# ---- uart_tx_dev ----
### Clock distribution, uart_tx_dev

Scale bar: 20 µm.
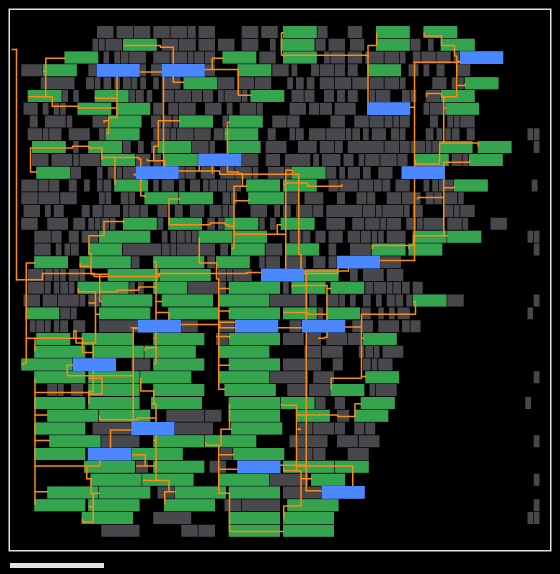

==> src/rtl/uart_tx_dev.sv <==
// Memory-mapped 8N1 UART transmitter with a TX FIFO and a drain interrupt.
// Define UART_PARITY_EN to add CTRL.PE and an even-parity bit after the data bits.
module uart_tx_dev #(
  parameter int unsigned FIFO_DEPTH = 8,
  parameter int unsigned DIV_RESET  = 16
) (
  input  logic        clk,
  input  logic        reset,
  input  logic [31:2] Addr,
  input  logic        WE,
  input  logic [31:0] Din,
  output logic [31:0] Dout,
  output logic        tx_out,
  output logic        IRQ
);

  localparam int unsigned AW = (FIFO_DEPTH > 1) ? $clog2(FIFO_DEPTH) : 1;
  localparam int unsigned CW = AW + 1;
  localparam int unsigned DW = 16;

  typedef enum logic [2:0] {
    S_IDLE,
    S_START,
    S_DATA,
`ifdef UART_PARITY_EN
    S_PARITY,
`endif
    S_STOP
  } state_t;

  state_t          state;
  logic [7:0]      shreg;
  logic [2:0]      bit_cnt;
  logic [DW-1:0]   div_cnt;
  logic [DW-1:0]   cur_div;
  logic [DW-1:0]   divisor;
  logic            en;
  logic            im;
  logic            ovf;
  logic            pe_rd;
  logic [7:0]      mem [FIFO_DEPTH];
  logic [AW-1:0]   wr_ptr;
  logic [AW-1:0]   rd_ptr;
  logic [CW-1:0]   count;

  logic            data_wr, stat_wr, ctrl_wr, div_wr;
  logic            full, empty, busy, count_hi;
  logic            push_ok, bit_end, start_frame;
  logic [DW-1:0]   div_eff;
  logic [7:0]      head;
  logic            unused;

`ifdef UART_PARITY_EN
  logic            pe;
  logic            par;
  assign pe_rd = pe;
`else
  assign pe_rd = 1'b0;
`endif

  assign data_wr  = WE && (Addr[3:2] == 2'd0);
  assign stat_wr  = WE && (Addr[3:2] == 2'd1);
  assign ctrl_wr  = WE && (Addr[3:2] == 2'd2);
  assign div_wr   = WE && (Addr[3:2] == 2'd3);
  assign full     = (count == CW'(FIFO_DEPTH));
  assign empty    = (count == '0);
  assign busy     = (state != S_IDLE);
  assign count_hi = (count >= CW'(FIFO_DEPTH / 2));
  assign push_ok  = data_wr && !full;
  assign div_eff  = (divisor == '0) ? DW'(1) : divisor;
  assign bit_end  = (div_cnt == cur_div - DW'(1));
  assign head     = mem[rd_ptr];
  assign unused   = ^{Addr[31:4], Din[31:16]};

  // A frame may start from IDLE or straight out of the last STOP cycle (no gap).
  assign start_frame = en && !empty &&
                       ((state == S_IDLE) || ((state == S_STOP) && bit_end));

  // Serialiser FSM; the divisor is re-sampled at every bit boundary.
  always_ff @(posedge clk) begin
    if (!reset) begin
      state   <= S_IDLE;
      tx_out  <= 1'b1;
      shreg   <= '0;
      bit_cnt <= '0;
      div_cnt <= '0;
      cur_div <= DW'(1);
`ifdef UART_PARITY_EN
      par     <= 1'b0;
`endif
    end else begin
      if (bit_end || (state == S_IDLE)) begin
        div_cnt <= '0;
        cur_div <= div_eff;
      end else begin
        div_cnt <= div_cnt + DW'(1);
      end

      if (start_frame) begin
        state   <= S_START;
        tx_out  <= 1'b0;
        shreg   <= head;
        bit_cnt <= '0;
`ifdef UART_PARITY_EN
        par     <= ^head;
`endif
      end else begin
        case (state)
          S_START: if (bit_end) begin
            state  <= S_DATA;
            tx_out <= shreg[0];
          end
          S_DATA: if (bit_end) begin
            if (bit_cnt == 3'd7) begin
`ifdef UART_PARITY_EN
              if (pe) begin
                state  <= S_PARITY;
                tx_out <= par;
              end else begin
                state  <= S_STOP;
                tx_out <= 1'b1;
              end
`else
              state  <= S_STOP;
              tx_out <= 1'b1;
`endif
            end else begin
              bit_cnt <= bit_cnt + 3'd1;
              shreg   <= {1'b0, shreg[7:1]};
              tx_out  <= shreg[1];
            end
          end
`ifdef UART_PARITY_EN
          S_PARITY: if (bit_end) begin
            state  <= S_STOP;
            tx_out <= 1'b1;
          end
`endif
          S_STOP: if (bit_end) begin
            state  <= S_IDLE;
            tx_out <= 1'b1;
          end
          default: begin
            state  <= S_IDLE;
            tx_out <= 1'b1;
          end
        endcase
      end
    end
  end

  // FIFO storage, no reset needed.
  always_ff @(posedge clk) begin
    if (push_ok) mem[wr_ptr] <= Din[7:0];
  end

  // FIFO pointers and occupancy; simultaneous push and pop leaves count unchanged.
  always_ff @(posedge clk) begin
    if (!reset) begin
      wr_ptr <= '0;
      rd_ptr <= '0;
      count  <= '0;
    end else begin
      if (push_ok)     wr_ptr <= wr_ptr + AW'(1);
      if (start_frame) rd_ptr <= rd_ptr + AW'(1);
      count <= count + CW'(push_ok) - CW'(start_frame);
    end
  end

  // Control registers, sticky overflow and the registered interrupt.
  always_ff @(posedge clk) begin
    if (!reset) begin
      en      <= 1'b0;
      im      <= 1'b0;
      divisor <= DW'(DIV_RESET);
      ovf     <= 1'b0;
      IRQ     <= 1'b0;
`ifdef UART_PARITY_EN
      pe      <= 1'b0;
`endif
    end else begin
      if (ctrl_wr) begin
        en <= Din[0];
        im <= Din[1];
`ifdef UART_PARITY_EN
        pe <= Din[2];
`endif
      end
      if (div_wr) divisor <= Din[15:0];
      if (data_wr && full)         ovf <= 1'b1;
      else if (stat_wr && Din[5])  ovf <= 1'b0;
      IRQ <= im & empty & ~busy;
    end
  end

  always_comb begin
    Dout = '0;
    case (Addr[3:2])
      2'd1:    Dout = {26'd0, ovf, count_hi, busy, full, empty, IRQ};
      2'd2:    Dout = {29'd0, pe_rd, im, en};
      2'd3:    Dout = {16'd0, divisor};
      default: Dout = '0;
    endcase
  end

endmodule
==> config.mk <==
export PLATFORM = sky130hd
export DESIGN_NAME = uart_tx_dev
export DESIGN_NICKNAME = d
export VERILOG_FILES = /design/src/rtl/uart_tx_dev.sv
export SDC_FILE = /design/constraint.sdc
export NUM_CORES = 1
export LEC_CHECK = 0
export ABC_AREA = 0
export CAP_MARGIN = 20
export CORE_MARGIN = 2
export CORE_UTILIZATION = 55
export CTS_BUF_LIST = sky130_fd_sc_hd__clkbuf_16
export CTS_CLUSTER_DIAMETER = 40
export DETAILED_ROUTE_END_ITERATION = 8
export GPL_ROUTABILITY_DRIVEN = 0
export HOLD_SLACK_MARGIN = 0.03
export PLACE_DENSITY = 0.84
export SLEW_MARGIN = 10
export SYNTH_ARGS = -nofsm -noshare
export SYNTH_HDL_FRONTEND = slang
export SYNTH_SLANG_ARGS = --single-unit
==> constraint.sdc <==
create_clock -name clk -period 4.7 [get_ports clk]
set_input_delay 1.41 -clock clk [delete_from_list [all_inputs] [get_ports clk]]
set_output_delay 1.41 -clock clk [all_outputs]
set_load 0.02 [all_outputs]
# ---- inta_sequencer ----
--- src/rtl/inta_sequencer.sv ---
// Interrupt-acknowledge sequencer: issues INTA_n pulses, captures the vector byte, holds it until acked.
// Optional 3-pulse MCS-80 CALL sequence when INTA_MCS80_MODE_EN is defined.
module inta_sequencer #(
    parameter int unsigned PULSE_WIDTH = 2,
    parameter int unsigned GAP_WIDTH   = 1
) (
    input  logic        clock,
    input  logic        reset,
    input  logic        interrupt_to_cpu,
    input  logic        interrupt_enable,
    input  logic [7:0]  internal_data_bus,
    input  logic        vector_ack,
`ifdef INTA_MCS80_MODE_EN
    input  logic        mcs80_mode,
    output logic [15:0] call_address,
    output logic        call_opcode_error,
`endif
    output logic        interrupt_acknowledge_n,
    output logic [7:0]  vector_number,
    output logic        vector_valid,
    output logic        busy
);

    typedef enum logic [1:0] {IDLE, ACK_LOW, ACK_GAP, DONE} state_t;

    localparam logic [3:0] PULSE_LAST = 4'(PULSE_WIDTH - 1);
    localparam logic [3:0] GAP_LAST   = 4'(GAP_WIDTH - 1);
    localparam logic [7:0] CALL_OPCODE = 8'hCD;

    state_t      state_q, state_d;
    logic [1:0]  pulse_q, pulse_d;
    logic [3:0]  phase_q, phase_d;
    logic        inta_n_q, inta_n_d;
    logic [7:0]  vector_q, vector_d;
    logic        valid_q, valid_d;
    logic        last_pulse;

`ifdef INTA_MCS80_MODE_EN
    logic        mode_q, mode_d;
    logic [15:0] call_q, call_d;
    logic        err_q, err_d;

    assign last_pulse = (pulse_q == (mode_q ? 2'd2 : 2'd1));
`else
    assign last_pulse = (pulse_q == 2'd1);
`endif

    always_comb begin
        state_d  = state_q;
        pulse_d  = pulse_q;
        phase_d  = phase_q;
        vector_d = vector_q;
`ifdef INTA_MCS80_MODE_EN
        mode_d   = mode_q;
        call_d   = call_q;
        err_d    = err_q;
`endif
        case (state_q)
            IDLE: begin
                pulse_d = 2'd0;
                phase_d = 4'd0;
                if (interrupt_to_cpu && interrupt_enable) begin
                    state_d = ACK_LOW;
`ifdef INTA_MCS80_MODE_EN
                    mode_d  = mcs80_mode;
                    err_d   = 1'b0;
`endif
                end
            end
            ACK_LOW: begin
                if (phase_q == PULSE_LAST) begin
                    phase_d = 4'd0;
                    // Bus is only trusted in the final low cycle of each pulse.
`ifdef INTA_MCS80_MODE_EN
                    if (mode_q) begin
                        case (pulse_q)
                            2'd0:    err_d = (internal_data_bus != CALL_OPCODE);
                            2'd1:    call_d[7:0] = internal_data_bus;
                            default: begin
                                call_d[15:8] = internal_data_bus;
                                vector_d     = internal_data_bus;
                            end
                        endcase
                    end else if (pulse_q == 2'd1) begin
                        vector_d = internal_data_bus;
                    end
`else
                    if (pulse_q == 2'd1) begin
                        vector_d = internal_data_bus;
                    end
`endif
                    if (last_pulse) begin
                        state_d = DONE;
                    end else begin
                        state_d = ACK_GAP;
                        pulse_d = pulse_q + 2'd1;
                    end
                end else begin
                    phase_d = phase_q + 4'd1;
                end
            end
            ACK_GAP: begin
                if (phase_q == GAP_LAST) begin
                    phase_d = 4'd0;
                    state_d = ACK_LOW;
                end else begin
                    phase_d = phase_q + 4'd1;
                end
            end
            DONE: begin
                if (vector_ack) begin
                    state_d = IDLE;
                end
            end
            default: state_d = IDLE;
        endcase

        // Outputs are registered from the next state so they change cleanly on the edge.
        inta_n_d = (state_d != ACK_LOW);
        valid_d  = (state_d == DONE);
    end

    always_ff @(posedge clock) begin
        if (reset) begin
            state_q  <= IDLE;
            pulse_q  <= 2'd0;
            phase_q  <= 4'd0;
            inta_n_q <= 1'b1;
            vector_q <= 8'h00;
            valid_q  <= 1'b0;
`ifdef INTA_MCS80_MODE_EN
            mode_q   <= 1'b0;
            call_q   <= 16'h0000;
            err_q    <= 1'b0;
`endif
        end else begin
            state_q  <= state_d;
            pulse_q  <= pulse_d;
            phase_q  <= phase_d;
            inta_n_q <= inta_n_d;
            vector_q <= vector_d;
            valid_q  <= valid_d;
`ifdef INTA_MCS80_MODE_EN
            mode_q   <= mode_d;
            call_q   <= call_d;
            err_q    <= err_d;
`endif
        end
    end

    assign interrupt_acknowledge_n = inta_n_q;
    assign vector_number           = vector_q;
    assign vector_valid            = valid_q;
    assign busy                    = (state_q != IDLE);
`ifdef INTA_MCS80_MODE_EN
    assign call_address            = call_q;
    assign call_opcode_error       = err_q;
`endif

endmodule

--- config.mk ---
export PLATFORM = sky130hd
export DESIGN_NAME = inta_sequencer
export DESIGN_NICKNAME = d
export VERILOG_FILES = /design/src/rtl/inta_sequencer.sv
export SDC_FILE = /design/constraint.sdc
export NUM_CORES = 1
export LEC_CHECK = 0
export CAP_MARGIN = 20
export CORE_UTILIZATION = 29
export CTS_BUF_LIST = sky130_fd_sc_hd__clkbuf_16
export DETAILED_ROUTE_END_ITERATION = 10
export GPL_ROUTABILITY_DRIVEN = 0
export GPL_TIMING_DRIVEN = 0
export SLEW_MARGIN = 25
export SYNTH_ARGS = -nofsm -noshare
export SYNTH_HDL_FRONTEND = slang
export SYNTH_SLANG_ARGS = --single-unit
--- constraint.sdc ---
create_clock -name clock -period 2.2 [get_ports clock]
set_input_delay 0.44 -clock clock [delete_from_list [all_inputs] [get_ports clock]]
set_output_delay 0.44 -clock clock [all_outputs]
set_load 0.01 [all_outputs]
# ---- dmem_arbiter_flat ----
File: src/rtl/dmem_arbiter_if.sv
// Bus bundle between the memory-stage/DMA requesters, the data-memory arbiter
// and the single-port synchronous-read data memory.
interface dmem_arbiter_if #(
    parameter int ADDR_W = 16,
    parameter int DATA_W = 16
);
    logic              cpu_req;
    logic              cpu_we;
    logic [ADDR_W-1:0] cpu_addr;
    logic [DATA_W-1:0] cpu_wdata;
    logic [DATA_W-1:0] cpu_rdata;
    logic              cpu_stall;

    logic              dma_req;
    logic              dma_we;
    logic [ADDR_W-1:0] dma_addr;
    logic [DATA_W-1:0] dma_wdata;
    logic              dma_gnt;
    logic              dma_rvalid;
    logic [DATA_W-1:0] dma_rdata;

    logic [ADDR_W-1:0] mem_addr;
    logic              mem_we;
    logic [DATA_W-1:0] mem_wdata;
    logic [DATA_W-1:0] mem_rdata;

    // Requesters plus memory environment
    modport master (
        output cpu_req, cpu_we, cpu_addr, cpu_wdata,
        input  cpu_rdata, cpu_stall,
        output dma_req, dma_we, dma_addr, dma_wdata,
        input  dma_gnt, dma_rvalid, dma_rdata,
        input  mem_addr, mem_we, mem_wdata,
        output mem_rdata
    );

    // Arbiter side
    modport slave (
        input  cpu_req, cpu_we, cpu_addr, cpu_wdata,
        output cpu_rdata, cpu_stall,
        input  dma_req, dma_we, dma_addr, dma_wdata,
        output dma_gnt, dma_rvalid, dma_rdata,
        output mem_addr, mem_we, mem_wdata,
        input  mem_rdata
    );
endinterface

File: src/rtl/dmem_arbiter.sv
// Arbiter/sequencer sharing the single-port data memory between the CPU
// memory stage and a DMA/debug port; covers the one-cycle read latency.
module dmem_arbiter #(
    parameter int ADDR_W = 16,
    parameter int DATA_W = 16,
    parameter int RR_EN  = 1
) (
    input  logic           clk,
    input  logic           reset,
    dmem_arbiter_if.slave  bus
);

    typedef enum logic [1:0] {
        IDLE   = 2'd0,
        RD_CPU = 2'd1,
        RD_DMA = 2'd2
    } state_t;

    typedef enum logic {
        GNT_CPU = 1'b0,
        GNT_DMA = 1'b1
    } grant_t;

    state_t            state;
    state_t            stateNext;
    grant_t            lastGrant;
    grant_t            lastGrantNext;
    logic [DATA_W-1:0] cpuRdataQ;

    logic              cpuWins;
    logic              dmaWins;

    logic [ADDR_W-1:0] memAddrMux;
    logic              memWeMux;
    logic [DATA_W-1:0] memWdataMux;
    logic              cpuStall;
    logic              dmaGnt;
    logic              dmaRvalid;
    logic [DATA_W-1:0] dmaRdata;
    logic [DATA_W-1:0] cpuRdata;

    // Arbitration only happens in IDLE; round-robin favours the side not served last
    always_comb begin
        cpuWins = 1'b0;
        dmaWins = 1'b0;
        if (state == IDLE) begin
            if (bus.cpu_req && bus.dma_req) begin
                if ((RR_EN != 0) && (lastGrant == GNT_CPU)) begin
                    dmaWins = 1'b1;
                end else begin
                    cpuWins = 1'b1;
                end
            end else if (bus.cpu_req) begin
                cpuWins = 1'b1;
            end else if (bus.dma_req) begin
                dmaWins = 1'b1;
            end
        end
    end

    always_comb begin
        stateNext     = state;
        lastGrantNext = lastGrant;
        memAddrMux    = '0;
        memWeMux      = 1'b0;
        memWdataMux   = '0;
        cpuStall      = 1'b0;
        dmaGnt        = 1'b0;
        dmaRvalid     = 1'b0;
        dmaRdata      = '0;
        cpuRdata      = cpuRdataQ;

        unique case (state)
            IDLE: begin
                if (cpuWins) begin
                    memAddrMux    = bus.cpu_addr;
                    memWeMux      = bus.cpu_we;
                    memWdataMux   = bus.cpu_wdata;
                    lastGrantNext = GNT_CPU;
                    if (!bus.cpu_we) begin
                        cpuStall  = 1'b1;
                        stateNext = RD_CPU;
                    end
                end else if (dmaWins) begin
                    memAddrMux    = bus.dma_addr;
                    memWeMux      = bus.dma_we;
                    memWdataMux   = bus.dma_wdata;
                    lastGrantNext = GNT_DMA;
                    dmaGnt        = 1'b1;
                    cpuStall      = bus.cpu_req;
                    if (!bus.dma_we) begin
                        stateNext = RD_DMA;
                    end
                end
            end
            RD_CPU: begin
                // Data cycle: the still-held CPU request is the one being answered
                cpuRdata  = bus.mem_rdata;
                stateNext = IDLE;
            end
            RD_DMA: begin
                dmaRvalid = 1'b1;
                dmaRdata  = bus.mem_rdata;
                cpuStall  = bus.cpu_req;
                stateNext = IDLE;
            end
            default: begin
                stateNext = IDLE;
            end
        endcase
    end

    always_ff @(posedge clk or negedge reset) begin
        if (!reset) begin
            state     <= IDLE;
            lastGrant <= GNT_DMA;
            cpuRdataQ <= '0;
        end else begin
            state     <= stateNext;
            lastGrant <= lastGrantNext;
            if (state == RD_CPU) begin
                cpuRdataQ <= bus.mem_rdata;
            end
        end
    end

    // Outputs are forced low while reset is held, even with requests pending
    assign bus.mem_addr   = reset ? memAddrMux  : '0;
    assign bus.mem_we     = reset ? memWeMux    : 1'b0;
    assign bus.mem_wdata  = reset ? memWdataMux : '0;
    assign bus.cpu_stall  = reset ? cpuStall    : 1'b0;
    assign bus.cpu_rdata  = reset ? cpuRdata    : '0;
    assign bus.dma_gnt    = reset ? dmaGnt      : 1'b0;
    assign bus.dma_rvalid = reset ? dmaRvalid   : 1'b0;
    assign bus.dma_rdata  = reset ? dmaRdata    : '0;

endmodule

File: src/flat_wrapper.sv
// flat-port wrapper written by rule: the top's interface ports become plain ports
module dmem_arbiter_flat 
#(
    parameter int ADDR_W = 16,
    parameter int DATA_W = 16,
    parameter int RR_EN  = 1
)
  (clk, reset, bus_cpu_req, bus_cpu_we, bus_cpu_addr, bus_cpu_wdata, bus_cpu_rdata, bus_cpu_stall, bus_dma_req, bus_dma_we, bus_dma_addr, bus_dma_wdata, bus_dma_gnt, bus_dma_rvalid, bus_dma_rdata, bus_mem_addr, bus_mem_we, bus_mem_wdata, bus_mem_rdata);
  dmem_arbiter_if #(.ADDR_W(ADDR_W), .DATA_W(DATA_W)) bus_i ();
  input  logic clk;
  input  logic reset;
  input wire logic [$bits(bus_i.cpu_req)-1:0] bus_cpu_req;
  input wire logic [$bits(bus_i.cpu_we)-1:0] bus_cpu_we;
  input wire logic [$bits(bus_i.cpu_addr)-1:0] bus_cpu_addr;
  input wire logic [$bits(bus_i.cpu_wdata)-1:0] bus_cpu_wdata;
  output wire logic [$bits(bus_i.cpu_rdata)-1:0] bus_cpu_rdata;
  output wire logic [$bits(bus_i.cpu_stall)-1:0] bus_cpu_stall;
  input wire logic [$bits(bus_i.dma_req)-1:0] bus_dma_req;
  input wire logic [$bits(bus_i.dma_we)-1:0] bus_dma_we;
  input wire logic [$bits(bus_i.dma_addr)-1:0] bus_dma_addr;
  input wire logic [$bits(bus_i.dma_wdata)-1:0] bus_dma_wdata;
  output wire logic [$bits(bus_i.dma_gnt)-1:0] bus_dma_gnt;
  output wire logic [$bits(bus_i.dma_rvalid)-1:0] bus_dma_rvalid;
  output wire logic [$bits(bus_i.dma_rdata)-1:0] bus_dma_rdata;
  output wire logic [$bits(bus_i.mem_addr)-1:0] bus_mem_addr;
  output wire logic [$bits(bus_i.mem_we)-1:0] bus_mem_we;
  output wire logic [$bits(bus_i.mem_wdata)-1:0] bus_mem_wdata;
  input wire logic [$bits(bus_i.mem_rdata)-1:0] bus_mem_rdata;
  assign bus_i.cpu_req = bus_cpu_req;
  assign bus_i.cpu_we = bus_cpu_we;
  assign bus_i.cpu_addr = bus_cpu_addr;
  assign bus_i.cpu_wdata = bus_cpu_wdata;
  assign bus_cpu_rdata = bus_i.cpu_rdata;
  assign bus_cpu_stall = bus_i.cpu_stall;
  assign bus_i.dma_req = bus_dma_req;
  assign bus_i.dma_we = bus_dma_we;
  assign bus_i.dma_addr = bus_dma_addr;
  assign bus_i.dma_wdata = bus_dma_wdata;
  assign bus_dma_gnt = bus_i.dma_gnt;
  assign bus_dma_rvalid = bus_i.dma_rvalid;
  assign bus_dma_rdata = bus_i.dma_rdata;
  assign bus_mem_addr = bus_i.mem_addr;
  assign bus_mem_we = bus_i.mem_we;
  assign bus_mem_wdata = bus_i.mem_wdata;
  assign bus_i.mem_rdata = bus_mem_rdata;
  dmem_arbiter #(.ADDR_W(ADDR_W), .DATA_W(DATA_W), .RR_EN(RR_EN)) u_core (.clk(clk), .reset(reset), .bus(bus_i));
endmodule
File: config.mk
export PLATFORM = sky130hd
export DESIGN_NAME = dmem_arbiter_flat
export DESIGN_NICKNAME = d
export VERILOG_FILES = /design/src/rtl/dmem_arbiter_if.sv /design/src/rtl/dmem_arbiter.sv /design/src/flat_wrapper.sv
export SDC_FILE = /design/constraint.sdc
export NUM_CORES = 1
export LEC_CHECK = 0
export ABC_AREA = 1
export CAP_MARGIN = 20
export CORE_MARGIN = 10
export CORE_UTILIZATION = 30
export DETAILED_ROUTE_END_ITERATION = 6
export PLACE_DENSITY = 0.78
export SYNTH_ARGS = -nofsm -noshare
export SYNTH_HDL_FRONTEND = slang
export SYNTH_SLANG_ARGS = --single-unit
File: constraint.sdc
create_clock -name clk -period 2.4 [get_ports clk]
set_input_delay 0.24 -clock clk [delete_from_list [all_inputs] [get_ports clk]]
set_output_delay 0.24 -clock clk [all_outputs]
set_load 0.1 [all_outputs]
# ---- gb_oam_dma ----
### config.mk
export PLATFORM = sky130hd
export DESIGN_NAME = gb_oam_dma
export DESIGN_NICKNAME = d
export VERILOG_FILES = /design/src/rtl/gb_dma_pkg.sv /design/src/rtl/gb_oam_dma.sv
export SDC_FILE = /design/constraint.sdc
export NUM_CORES = 1
export LEC_CHECK = 0
export ABC_AREA = 1
export ABC_CLOCK_PERIOD_IN_PS = 1600
export CORE_ASPECT_RATIO = 0.8
export CORE_UTILIZATION = 35
export CTS_CLUSTER_SIZE = 30
export DETAILED_ROUTE_END_ITERATION = 8
export GPL_TIMING_DRIVEN = 0
export PLACE_DENSITY = 0.64
export SKIP_CTS_REPAIR_TIMING = 1
export SYNTH_ARGS = -nofsm -noshare
export SYNTH_HDL_FRONTEND = slang
export SYNTH_SLANG_ARGS = --single-unit
### constraint.sdc
create_clock -name clk -period 1.6 [get_ports clk]
set_input_delay 0.48 -clock clk [delete_from_list [all_inputs] [get_ports clk]]
set_output_delay 0.48 -clock clk [all_outputs]
set_load 0.01 [all_outputs]
### src/rtl/gb_dma_pkg.sv
// Shared definitions for the Game Boy OAM DMA controller: FSM state
// encoding and the fixed addresses used around the 0xFF46 register.
package gb_dma_pkg;

  typedef enum logic [1:0] {
    IDLE  = 2'd0,
    START = 2'd1,
    XFER  = 2'd2
  } dma_state_t;

  localparam logic [15:0] OAM_BASE  = 16'hFE00;
  localparam logic [7:0]  DMA_REG   = 8'h46;
  localparam logic [7:0]  ECHO_BASE = 8'hE0;
  localparam logic [7:0]  ECHO_OFS  = 8'h20;

endpackage

### src/rtl/gb_oam_dma.sv
// OAM DMA controller behind 0xFF46. A register write of XX copies the 160
// bytes XX00..XX9F from the external bus into OAM, one byte per
// CYC_PER_BYTE clocks, after a START_DELAY clock warm-up. The controller
// owns the external bus (adr/read) only while active.
import gb_dma_pkg::*;

module gb_oam_dma #(
  parameter int CYC_PER_BYTE = 4,
  parameter int START_DELAY  = 4,
  parameter int OAM_LEN      = 160
) (
  input  logic        clk,
  input  logic        reset,
  input  logic        write,
  input  logic [7:0]  din,
  output logic [7:0]  dout,
  output logic [15:0] adr,
  output logic        read,
  input  logic [7:0]  data_in,
  output logic [7:0]  oam_adr,
  output logic [7:0]  oam_dout,
  output logic        oam_write,
  output logic        active,
  output logic        done
);

  localparam logic [3:0] LAST_PHASE = 4'(CYC_PER_BYTE - 1);
  localparam logic [3:0] DELAY_LOAD = 4'(START_DELAY - 1);
  localparam logic [7:0] LAST_IDX   = 8'(OAM_LEN - 1);

  dma_state_t  state;
  logic [7:0]  src;
  logic [7:0]  idx;
  logic [3:0]  phase;
  logic [3:0]  delay;
  logic        byte_end;

  // Sources in echo RAM (0xE000..) alias work RAM 0x2000 lower.
  function automatic logic [7:0] map_src(input logic [7:0] v);
    return (v >= ECHO_BASE) ? (v - ECHO_OFS) : v;
  endfunction

  // The last phase of a byte is the edge at which data_in is captured.
  assign byte_end = (state == XFER) && (phase == LAST_PHASE);

  // Bus ownership follows the state directly so it drops the same clock the FSM leaves XFER.
  assign active = (state == XFER);
  assign read   = active;
  assign adr    = active ? {src, idx} : 16'h0000;

  // Register, counters, FSM and registered OAM-side outputs.
  always_ff @(posedge clk) begin
    if (reset) begin
      state     <= IDLE;
      src       <= 8'h00;
      dout      <= 8'h00;
      idx       <= 8'h00;
      phase     <= 4'h0;
      delay     <= 4'h0;
      oam_adr   <= 8'h00;
      oam_dout  <= 8'h00;
      oam_write <= 1'b0;
      done      <= 1'b0;
    end else begin
      oam_write <= 1'b0;
      done      <= 1'b0;

      // A byte whose capture edge coincides with a register write is still
      // stored; only bytes that have not reached their last phase are lost.
      if (byte_end) begin
        oam_dout  <= data_in;
        oam_adr   <= idx;
        oam_write <= 1'b1;
      end

      if (write) begin
        dout  <= din;
        src   <= map_src(din);
        state <= START;
        delay <= DELAY_LOAD;
        idx   <= 8'h00;
        phase <= 4'h0;
      end else begin
        case (state)
          IDLE: begin
            idx   <= 8'h00;
            phase <= 4'h0;
          end
          START: begin
            if (delay == 4'h0) begin
              state <= XFER;
              idx   <= 8'h00;
              phase <= 4'h0;
            end else begin
              delay <= delay - 4'h1;
            end
          end
          XFER: begin
            if (phase == LAST_PHASE) begin
              phase <= 4'h0;
              if (idx == LAST_IDX) begin
                state <= IDLE;
                idx   <= 8'h00;
                done  <= 1'b1;
              end else begin
                idx <= idx + 8'h01;
              end
            end else begin
              phase <= phase + 4'h1;
            end
          end
          default: state <= IDLE;
        endcase
      end
    end
  end

endmodule


==> notes/layouts.md <==
Pictures saved along the way, in no particular order.

Routing congestion.
Plate I
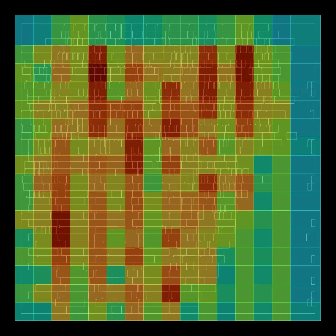
Plate II
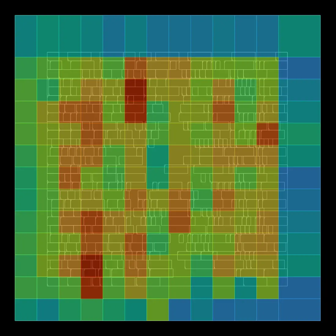
Plate III
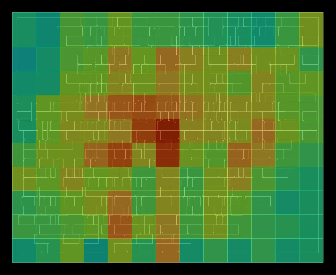
Plate IV
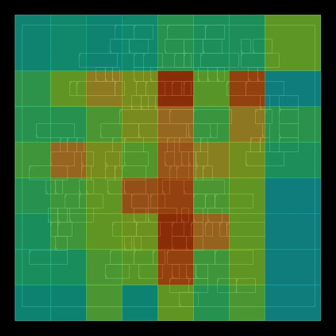
uart_tx_dev is Plate I.
dmem_arbiter_flat is Plate II.
inta_sequencer is Plate IV.
gb_oam_dma is Plate III.

### Placed cells, one colour a class, inta_sequencer

Scale bar: 20 µm.
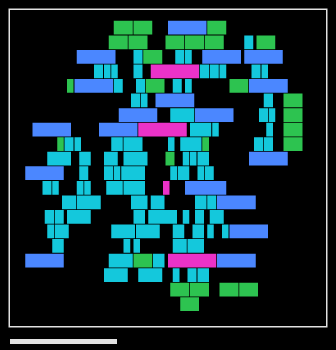
class	colour	cells
flops	blue	18
all other logic	cyan	89
other buffers and delay cells	green	26
clock drivers and dummy loads	magenta	4

==> job_summary.md, inta_sequencer <==
### Yosys + OpenROAD results

| Metric | Value |
|---|---|
| DRT Pass-1 Iters | 4 |
| Setup ws final | between 0.1 and 0.15 ns |
| Cell Area, Synth | 944.7 µm² |
| Maximum clock path buffer count | 2 |
| Largest area contributor in the netlist | dfxtp_1 |
| Resized Gates After CTS | 0 |
| Core area | about 3100 µm² |
| Cell Chain, Critical Path | inv_1, ha_1, inv_1, clkdlybuf4s50_1 |
| Final core occ | 42.24% |
| Buffers added on ports | 22 |
| Met3 usage | 2.620% |
| Largest register FFs | 8 |
| Antenna violations before repair | 0 |
| Power Density | 644.9 nW/µm² |
| Final hold violations | 0 |
| Worst setup path endpoint | busy |
| Outcome | finished clean |
==> inta_sequencer: layout make-up <==
| class | instances | area, µm² | share of cell area [%] |
|---|---|---|---|
| Buffer | 4 | 16.27 | 1.251 |
| Clock buffer | 3 | 75.07 | 5.775 |
| Clock inverter | 1 | 3.754 | 0.2887 |
| Inverter | 7 | 26.28 | 2.021 |
| Multi-Input combinational cell | 82 | 541.8 | 41.67 |
| Sequential cell | 18 | 361.6 | 27.82 |
| Tap cell | 44 | 55.05 | 4.235 |
| Timing Repair Buffer | 22 | 220.2 | 16.94 |
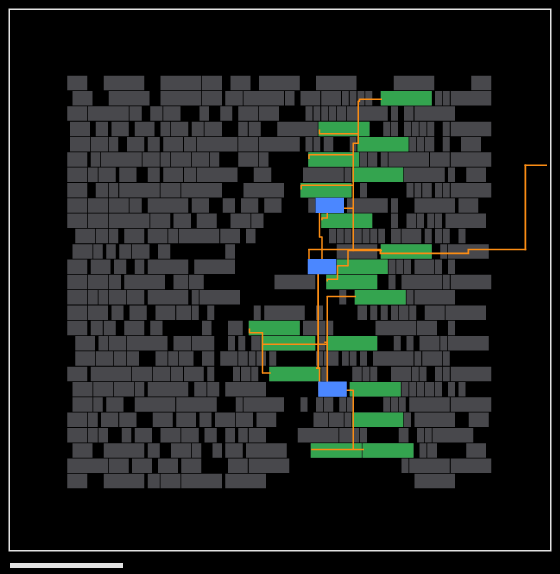
*Clock distribution, dmem_arbiter_flat*
Scale bar: 20 µm.
[clock wires] orange | length: 249 µm
[cells driving clock nets] blue | count: 3
[flip-flops] green | count: 19
routed clock nets	4

==> job_summary.md, dmem_arbiter_flat <==
### Yosys + OpenROAD results

| Metric | Value |
|---|---|
| Outcome | finished clean |
| Die height | 95.92 µm |
| CTS tree | built |
| DR DRC count | 0 |
| Seq/Total Area, Yosys | around 28% |
| Largest net degree at the start of global routing | 37 |
| Met3 usage | 11.67% |
| Multi-In Gates | 180 |
| Register Area | 476.7 µm² |
| Area growth, synth to finish | 140.7% |
| Comb pwr | just under 0.003 W |
| Chip Area, Yosys | 1729 µm² |
| Reg-to-reg slack, setup | roughly 0.85 ns |
| Clk tree area frac | approximately 1.1% |
| CTS buffer count | 3 |
| Final core occ | between 70% and 80% |
| GRT busiest layer | met2 |
| Setup slack after placement | 0.2001 ns |
==> dmem_arbiter_flat: sequential cells by signal, summed over array words and instances, names as in the netlist <==
name              count
u_core.cpuRdataQ     16
u_core.lastGrant      1
u_core.state          2
==> dmem_arbiter_flat: critical path, stage by stage <==
cell	delay [ns]
clkdlybuf4s50_1	0.53
nand2_2	0.21
nand2_4	0.36
nand3_1	0.20
a21oi_2	0.22
buf_12	0.19
==> dmem_arbiter_flat: kinds of logic (layout without fill, tap and decap cells) <==
family,count (synthesis),after routing,share of synthesized area [%]
compound gates,50,50,14.62
simple gates,130,130,36.69
flops,19,19,27.57
buf+inv,83,224,21.13
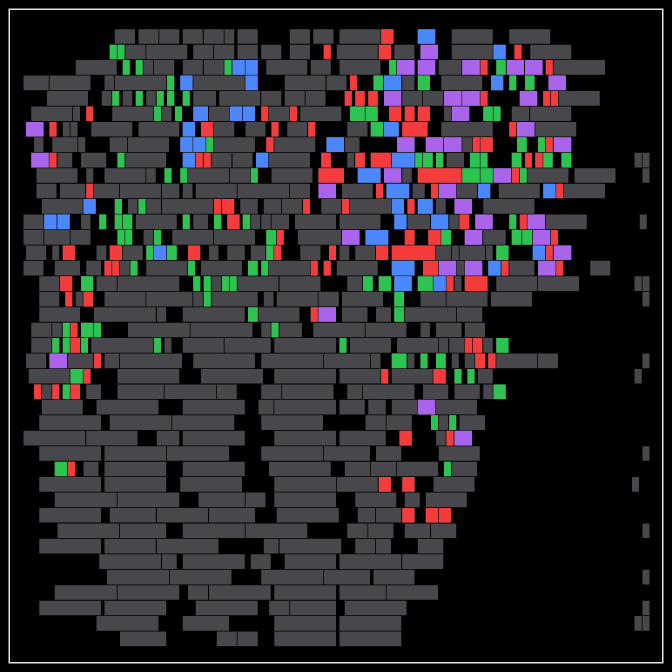
*Logic cells by family, uart_tx_dev*
family	colour	cells
XOR/XNOR gates	purple	37
AND and OR gates	blue	37
NOR gates	red	98
NAND gates	green	100
Comb/total area: 38.67%
fin cells: 802

## Picture notes: 'Clock distribution' of uart_tx_dev
[flip-flops] green | count: 143
[cells driving clock nets] blue | count: 17
[clock wires] orange | length: 1520 µm
routed clock nets	18
P_clk: 0.00125 W
Layout Skew: 0.005413 ns
clk latency late pin: 0.43 ns

==> job_summary.md, uart_tx_dev <==
### Yosys + OpenROAD results

| Metric | Value |
|---|---|
| MUX share of area | 9.519% |
| DRT Pass-1 Iters | 5 |
| Layout clock buffer count | 17 |
| Net Sw Frac | 25.82% |
| YS warnings | 0 |
| Die height | 114.8 µm |
| RSZ-0062 raised after global routing | no |
| Nets | 725 |
| Clk tree area frac | 7.201% |
| DR DRC count | 0 |
| Critical path's slowest cell | clkdlybuf4s50_1 |
| Outcome | finished clean |
| Synth Area per Inst | about 11 µm² |
| Top cell excl fill/tap | dfxtp_1 |
| Fraction of the mapped netlist area in adder cells | under 10% |
| RR Startpoint | cur_div[0]$_SDFFE_PN1P_ |
| Die Wd | 114.8 µm |
| Total power | 0.002877 W |
| Largest area contributor in the netlist | edfxtp_1 |
| Power Sequential | between 0.001 and 0.0015 W |
| CP Launch Point | Addr[3] |
| Register Area | 3505 µm² |
| Final worst-path cycle share | 97.16% |
| I/O pin count | 99 |
| XOR Share, Synth | 4.796% |
## uart_tx_dev: registers in the layout, summed over array words and instances, names as in the netlist, named ones only
| signal | cells |
|---|---|
| divisor | 16 |
| im | 1 |
| shreg | 8 |
| bit_cnt | 3 |
| en | 1 |
| div_cnt | 16 |
| rd_ptr | 3 |
| cur_div | 16 |
| ovf | 1 |
| mem | 64 |
| count | 4 |
| wr_ptr | 3 |
| state | 2 |
| tx_out | 1 |
| IRQ | 1 |
## uart_tx_dev: metal layers
layer	up-vias	global-route usage, %
met1	2307	30.06
li1	2217	-
met5	-	0
met4	0	8.353
met2	155	39.61
met3	25	5.799
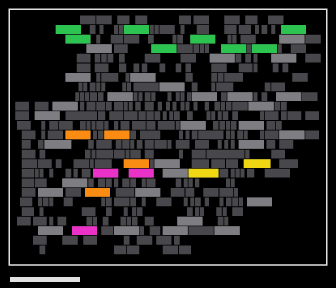
*Sequential cells coloured by netlist name, gb_oam_dma*
Scale bar: 20 µm. Other sequential cells in the stronger grey, the rest of the logic in the fainter grey.
name in the netlist	colour	placed flops
`oam_dout`	green	8
`phase`	orange	4
`src`	magenta	3
`state`	yellow	2
not coloured	30

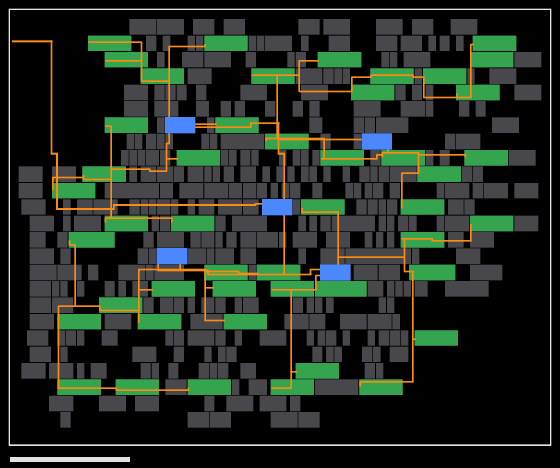
*Clock distribution, gb_oam_dma*
Scale bar: 20 µm.
[cells driving clock nets] blue | count: 5
[clock wires] orange | length: 621 µm
[flip-flops] green | count: 47
flops lie	spread over the die
routed clock nets	6
Layout Skew: 0.005922 ns
P_clk: 0.000917 W
clock network fraction of total power: 37.7%
clk latency late pin: 0.30 ns

==> job_summary.md, gb_oam_dma <==
### Yosys + OpenROAD results

| Metric | Value |
|---|---|
| Post-layout min period | 1.689 ns |
| Tool warnings | 27 |
| GRT busiest layer | met2 |
| Max Slew Vio Count | 0 |
| Min-delay src | dout[6]$_SDFFE_PP0P_ |
| Largest net degree at the start of global routing | 15 |
| I/O pin count | 63 |
| Comb pwr | 0.000303 W |
| Yosys cell count | 290 |
| Outcome | complete, but fails checks |
| Failing checks | negative setup slack |
| Combinational fraction of design power | 12.5% |
| Antenna Nets Post-Route | 0 |
| Internal power | 0.001851 W |
| Number of enable flip-flop cells | 0 |
| Hold WC Path Type | reg -> reg |
| Setup ws final | -0.08896 ns |
| Synth Area per Inst | 7.430 µm² |
| Final setup vio count | 16 |
| Fin cells | roughly 460 |
| Post-synthesis cell type count | 30 |
| Final hold violations | 0 |
| Wirelength per Cell | 11.88 µm |
| Multi-In Gates | 190 |
| Reg2Reg Depth | 9 |
| Yosys aoi share | 10.45% |
| Power Density | 720.8 nW/µm² |
| Top cells by count | nor2_1 (53), dfxtp_1 (47), nand2_1 (42) |
==> gb_oam_dma: cell usage in the layout (no fill, tap or decap), types with 3 or more instances in the layout <==
cell type        instances
nor3_1                   4
o21ai_1                  6
dlymetal6s2s_1          26
buf_4                   18
dfxtp_1                 44
a21oi_1                 10
ha_1                     4
nand4_1                  3
nand3_1                 26
clkbuf_8                 6
clkdlybuf4s50_1         17
buf_6                   16
o21ai_0                 24
nand2_4                  5
buf_8                    3
nor2_4                  15
inv_1                   34
nor2_2                   4
nand2_1                 42
nor2_1                  37
buf_2                    6

# ---- bit_pattern_tx ----
### Placed cells, one colour a class, bit_pattern_tx

Scale bar: 50 µm.
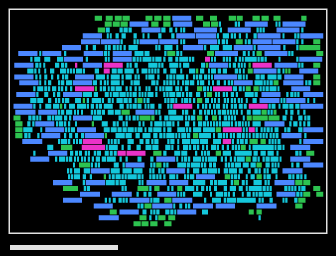
### Sequential cells coloured by netlist name, bit_pattern_tx

Scale bar: 50 µm. Other sequential cells in the stronger grey, the rest of the logic in the fainter grey.
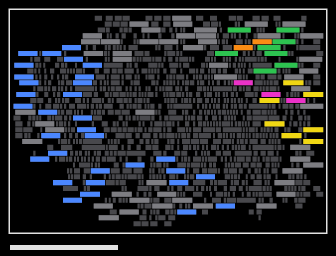
===== src/rtl/bit_tx_pkg.sv =====
// Shared definitions for the NRZ bit-pattern transmitter: mode encoding, FSM states,
// PRBS7 seed/taps and the shortest legal bit period.
package bit_tx_pkg;

  typedef enum logic [1:0] {
    MODE_BYTE  = 2'd0,
    MODE_PRBS7 = 2'd1,
    MODE_ALT   = 2'd2,
    MODE_IDLE  = 2'd3
  } mode_t;

  typedef enum logic {
    ST_IDLE = 1'b0,
    ST_RUN  = 1'b1
  } state_t;

  localparam logic [6:0] PRBS7_SEED  = 7'h7F;
  // x^7 + x^6 + 1 in Fibonacci form: feedback from register bits 6 and 5
  localparam logic [2:0] PRBS7_TAP_A = 3'd6;
  localparam logic [2:0] PRBS7_TAP_B = 3'd5;

  localparam int MIN_PERIOD = 2;

endpackage


===== src/rtl/prbs7_gen.sv =====
// PRBS7 (x^7+x^6+1) Fibonacci LFSR; reseeded on demand, steps once per advance pulse.
module prbs7_gen
  import bit_tx_pkg::*;
(
  input  logic clk,
  input  logic rst_n,
  input  logic seed_load,
  input  logic advance,
  output logic bit_out
);

  logic [6:0] lfsr_q;

  always_ff @(posedge clk or negedge rst_n) begin
    if (!rst_n) begin
      lfsr_q <= PRBS7_SEED;
    end else if (seed_load) begin
      lfsr_q <= PRBS7_SEED;
    end else if (advance) begin
      lfsr_q <= {lfsr_q[5:0], lfsr_q[PRBS7_TAP_A] ^ lfsr_q[PRBS7_TAP_B]};
    end
  end

  assign bit_out = lfsr_q[6];

endmodule


===== src/rtl/bit_pattern_tx.sv =====
// Programmable-rate NRZ transmitter (byte stream, PRBS7 or 1010 pattern) with a reference
// bit clock and per-bit strobe, used to exercise the bit-clock-recovery receiver.
module bit_pattern_tx
  import bit_tx_pkg::*;
#(
  parameter int   PERIOD_W       = 32,
  parameter int   DEFAULT_PERIOD = 600,
  parameter logic IDLE_LEVEL     = 1'b0
) (
  input  logic                clk_300M_global,
  input  logic                rst_n,
  input  logic                enable,
  input  logic [1:0]          mode,
  input  logic [PERIOD_W-1:0] bit_period,
  input  logic [7:0]          data_in,
  input  logic                data_valid,
  output logic                data_ready,
  output logic                signal_out,
  output logic                bit_clk,
  output logic                bit_strobe,
  output logic                busy,
  output logic                underflow
);

  state_t              state_q, state_d;
  mode_t               mode_q, mode_d;
  logic [PERIOD_W-1:0] cnt_q, cnt_d;
  logic [PERIOD_W-1:0] period_q, period_d;
  logic [2:0]          bit_idx_q, bit_idx_d;
  logic                alt_q, alt_d;
  logic                hold_full_q, hold_full_d;
  logic                uf_q, uf_d;
  logic [7:0]          hold_q;
  logic [7:0]          shift_q, shift_d;

  logic accept, boundary, src_avail, seed_load, advance, load_hold, prbs_bit;
  logic signal_p0, bit_clk_p0, strobe_p0, busy_p0;

  function automatic logic [PERIOD_W-1:0] sat_period(input logic [PERIOD_W-1:0] p);
    return (p < PERIOD_W'(MIN_PERIOD)) ? PERIOD_W'(DEFAULT_PERIOD) : p;
  endfunction

  assign accept   = data_valid && data_ready;
  assign boundary = (cnt_q == period_q - PERIOD_W'(1));

  always_comb begin
    case (mode_t'(mode))
      MODE_BYTE:  src_avail = hold_full_q;
      MODE_PRBS7,
      MODE_ALT:   src_avail = 1'b1;
      default:    src_avail = 1'b0;
    endcase
  end

  always_comb begin
    state_d     = state_q;
    mode_d      = mode_q;
    cnt_d       = cnt_q;
    period_d    = period_q;
    bit_idx_d   = bit_idx_q;
    alt_d       = alt_q;
    shift_d     = shift_q;
    hold_full_d = hold_full_q;
    uf_d        = 1'b0;
    seed_load   = 1'b0;
    advance     = 1'b0;
    load_hold   = 1'b0;

    case (state_q)
      ST_IDLE: begin
        cnt_d = '0;
        if (enable && src_avail) begin
          state_d   = ST_RUN;
          mode_d    = mode_t'(mode);
          period_d  = sat_period(bit_period);
          bit_idx_d = '0;
          alt_d     = 1'b1;
          seed_load = 1'b1;
          if (mode_t'(mode) == MODE_BYTE) begin
            shift_d   = hold_q;
            load_hold = 1'b1;
          end
        end
      end
      default: begin
        if (boundary) begin
          cnt_d    = '0;
          period_d = sat_period(bit_period);
          alt_d    = ~alt_q;
          advance  = (mode_q == MODE_PRBS7);
          if (mode_q == MODE_BYTE) begin
            // Byte mode only honours enable at byte ends; a late handshake cannot save it
            if (bit_idx_q == 3'd7) begin
              if (!enable) begin
                state_d = ST_IDLE;
              end else if (hold_full_q) begin
                shift_d   = hold_q;
                load_hold = 1'b1;
                bit_idx_d = '0;
              end else begin
                state_d = ST_IDLE;
                uf_d    = 1'b1;
              end
            end else begin
              shift_d   = {shift_q[6:0], 1'b0};
              bit_idx_d = bit_idx_q + 3'd1;
            end
          end else if (!enable) begin
            state_d = ST_IDLE;
          end
        end else begin
          cnt_d = cnt_q + PERIOD_W'(1);
        end
      end
    endcase

    if (load_hold) begin
      hold_full_d = 1'b0;
    end else if (accept) begin
      hold_full_d = 1'b1;
    end
  end

  prbs7_gen u_prbs7 (
    .clk       (clk_300M_global),
    .rst_n     (rst_n),
    .seed_load (seed_load),
    .advance   (advance),
    .bit_out   (prbs_bit)
  );

  // Output register stage: line, reference clock and strobe lag the bit counter by one cycle
  always_comb begin
    signal_p0  = IDLE_LEVEL;
    bit_clk_p0 = 1'b0;
    strobe_p0  = 1'b0;
    busy_p0    = 1'b0;
    if (state_q == ST_RUN) begin
      busy_p0    = 1'b1;
      strobe_p0  = (cnt_q == '0);
      bit_clk_p0 = (cnt_q < (period_q >> 1));
      case (mode_q)
        MODE_BYTE:  signal_p0 = shift_q[7];
        MODE_PRBS7: signal_p0 = prbs_bit;
        MODE_ALT:   signal_p0 = alt_q;
        default:    signal_p0 = IDLE_LEVEL;
      endcase
    end
  end

  always_ff @(posedge clk_300M_global) begin
    shift_q <= shift_d;
    if (accept) begin
      hold_q <= data_in;
    end
  end

  always_ff @(posedge clk_300M_global or negedge rst_n) begin
    if (!rst_n) begin
      state_q     <= ST_IDLE;
      mode_q      <= MODE_BYTE;
      cnt_q       <= '0;
      period_q    <= PERIOD_W'(DEFAULT_PERIOD);
      bit_idx_q   <= '0;
      alt_q       <= 1'b1;
      hold_full_q <= 1'b0;
      uf_q        <= 1'b0;
      data_ready  <= 1'b1;
      signal_out  <= IDLE_LEVEL;
      bit_clk     <= 1'b0;
      bit_strobe  <= 1'b0;
      busy        <= 1'b0;
      underflow   <= 1'b0;
    end else begin
      state_q     <= state_d;
      mode_q      <= mode_d;
      cnt_q       <= cnt_d;
      period_q    <= period_d;
      bit_idx_q   <= bit_idx_d;
      alt_q       <= alt_d;
      hold_full_q <= hold_full_d;
      uf_q        <= uf_d;
      data_ready  <= !hold_full_d;
      signal_out  <= signal_p0;
      bit_clk     <= bit_clk_p0;
      bit_strobe  <= strobe_p0;
      busy        <= busy_p0;
      underflow   <= uf_q;
    end
  end

endmodule


===== config.mk =====
export PLATFORM = sky130hd
export DESIGN_NAME = bit_pattern_tx
export DESIGN_NICKNAME = d
export VERILOG_FILES = /design/src/rtl/bit_tx_pkg.sv /design/src/rtl/prbs7_gen.sv /design/src/rtl/bit_pattern_tx.sv
export SDC_FILE = /design/constraint.sdc
export NUM_CORES = 1
export LEC_CHECK = 0
export ABC_AREA = 1
export CORE_ASPECT_RATIO = 0.7
export CORE_UTILIZATION = 50
export CTS_CLUSTER_SIZE = 14
export DETAILED_ROUTE_END_ITERATION = 8
export GPL_TIMING_DRIVEN = 0
export PLACE_DENSITY = 0.78
export SYNTH_ARGS = -nofsm -noshare
export SYNTH_HDL_FRONTEND = slang
export SYNTH_SLANG_ARGS = --single-unit

===== constraint.sdc =====
create_clock -name clk_300M_global -period 2.5 [get_ports clk_300M_global]
set_input_delay 0.5 -clock clk_300M_global [delete_from_list [all_inputs] [get_ports clk_300M_global]]
set_output_delay 0.5 -clock clk_300M_global [all_outputs]
set_load 0.1 [all_outputs]

==> job_summary.md <==
### Yosys + OpenROAD results

| Metric | Value |
|---|---|
| Top cell excl fill/tap | nand2_1 |
| Setup ws final | -0.1451 ns |
| Largest area contributor in the netlist | dfrtp_1 |
| CTS tree | built |
| Num Clock Sinks | 102 |
| Non-clk buf share | between 10% and 20% |
| Met1 Wirelength | 9843 µm |
| Top pwr grp | combinational cells |
| I/O pin count | 52 |
| Failing checks | negative setup slack |
| Buf+Inv Stages, Crit Path | 1 |
| Outcome | complete, but fails checks |
| Die Wd | 146.4 µm |
| Postcts setup bufs | 15 |
| NetSw | 0.003536 W |
| Largest net degree at the start of global routing | between 50 and 60 |
| Layout clock buffer count | 10 |
| RSZ-0062 raised after global routing | yes |
| DRT Pass-1 Iters | 9 |
| Synth Instances | 1031 |
| Most numerous logic cells after layout | nand2_1 (276), nor2_1 (125), inv_1 (108) |
| Top layer in use | met4 |
| Final setup vio count | between 70 and 80 |
| Internal power | 0.004247 W |
| Dominant comb cell | simple AND/OR/NAND/NOR gates |
| Setup slack after placement | -0.5088 ns |
| Resized Gates After CTS | approximately 70 |
| Seq/Total Area, Yosys | 36.27% |
About 'Placed cells, one colour a class' of bit_pattern_tx:
class	colour	cells
all other logic	cyan	904
clock drivers and dummy loads	magenta	16
flops	blue	102
other buffers and delay cells	green	105
flop share of the area: 29.56%
final core occ: 63.92%
fin area: 9011 µm²
FP Rows: 36

About 'Sequential cells coloured by netlist name' of bit_pattern_tx:
name in the netlist	colour	placed flops
`cnt_q`	blue	32
`shift_q`	green	8
`mode_q`	orange	2
`bit_idx_q`	magenta	3
`u_prbs7.lfsr_q`	yellow	7
not coloured	50
Power Sequential: 0.00254 W
Register Area: 2664 µm²

-- final timing paths --
check                                           start                 endpoint  slack, ns  depth (start not counted)
min                                             rst_n           busy$_DFF_PN0_       0.07                          1
min reg2reg                            uf_q$_DFF_PN0_      underflow$_DFF_PN0_       0.36                          0
max                           period_q[1]$_DFFE_PN0P_     shift_q[0]$_DFFE_PP_      -0.15                         12
max reg2reg                   period_q[1]$_DFFE_PN0P_     shift_q[0]$_DFFE_PP_      -0.15                         12
max in group asynchronous                       rst_n  period_q[9]$_DFFE_PN1P_       1.75                          2
min in group clk_300M_global           uf_q$_DFF_PN0_      underflow$_DFF_PN0_       0.36                          0


==> notes/layouts.md <==
Pictures saved along the way, in no particular order.

Placed cells, one colour a class.
Scale bar: 20 µm.
(a)
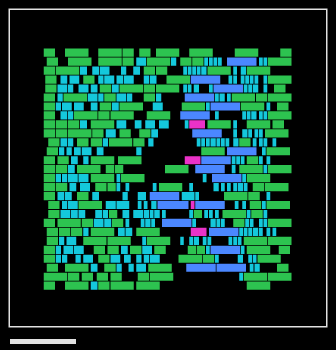
(b)
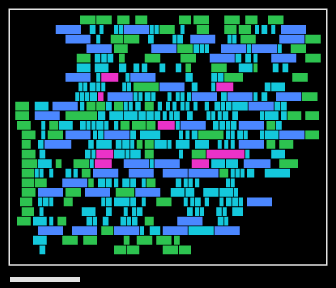
(c)
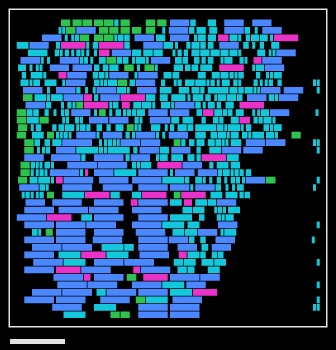
- largest die: (c)
uart_tx_dev -> (c)
dmem_arbiter_flat -> (a)
gb_oam_dma -> (b)

Power is estimated from default activity; no workload was simulated.
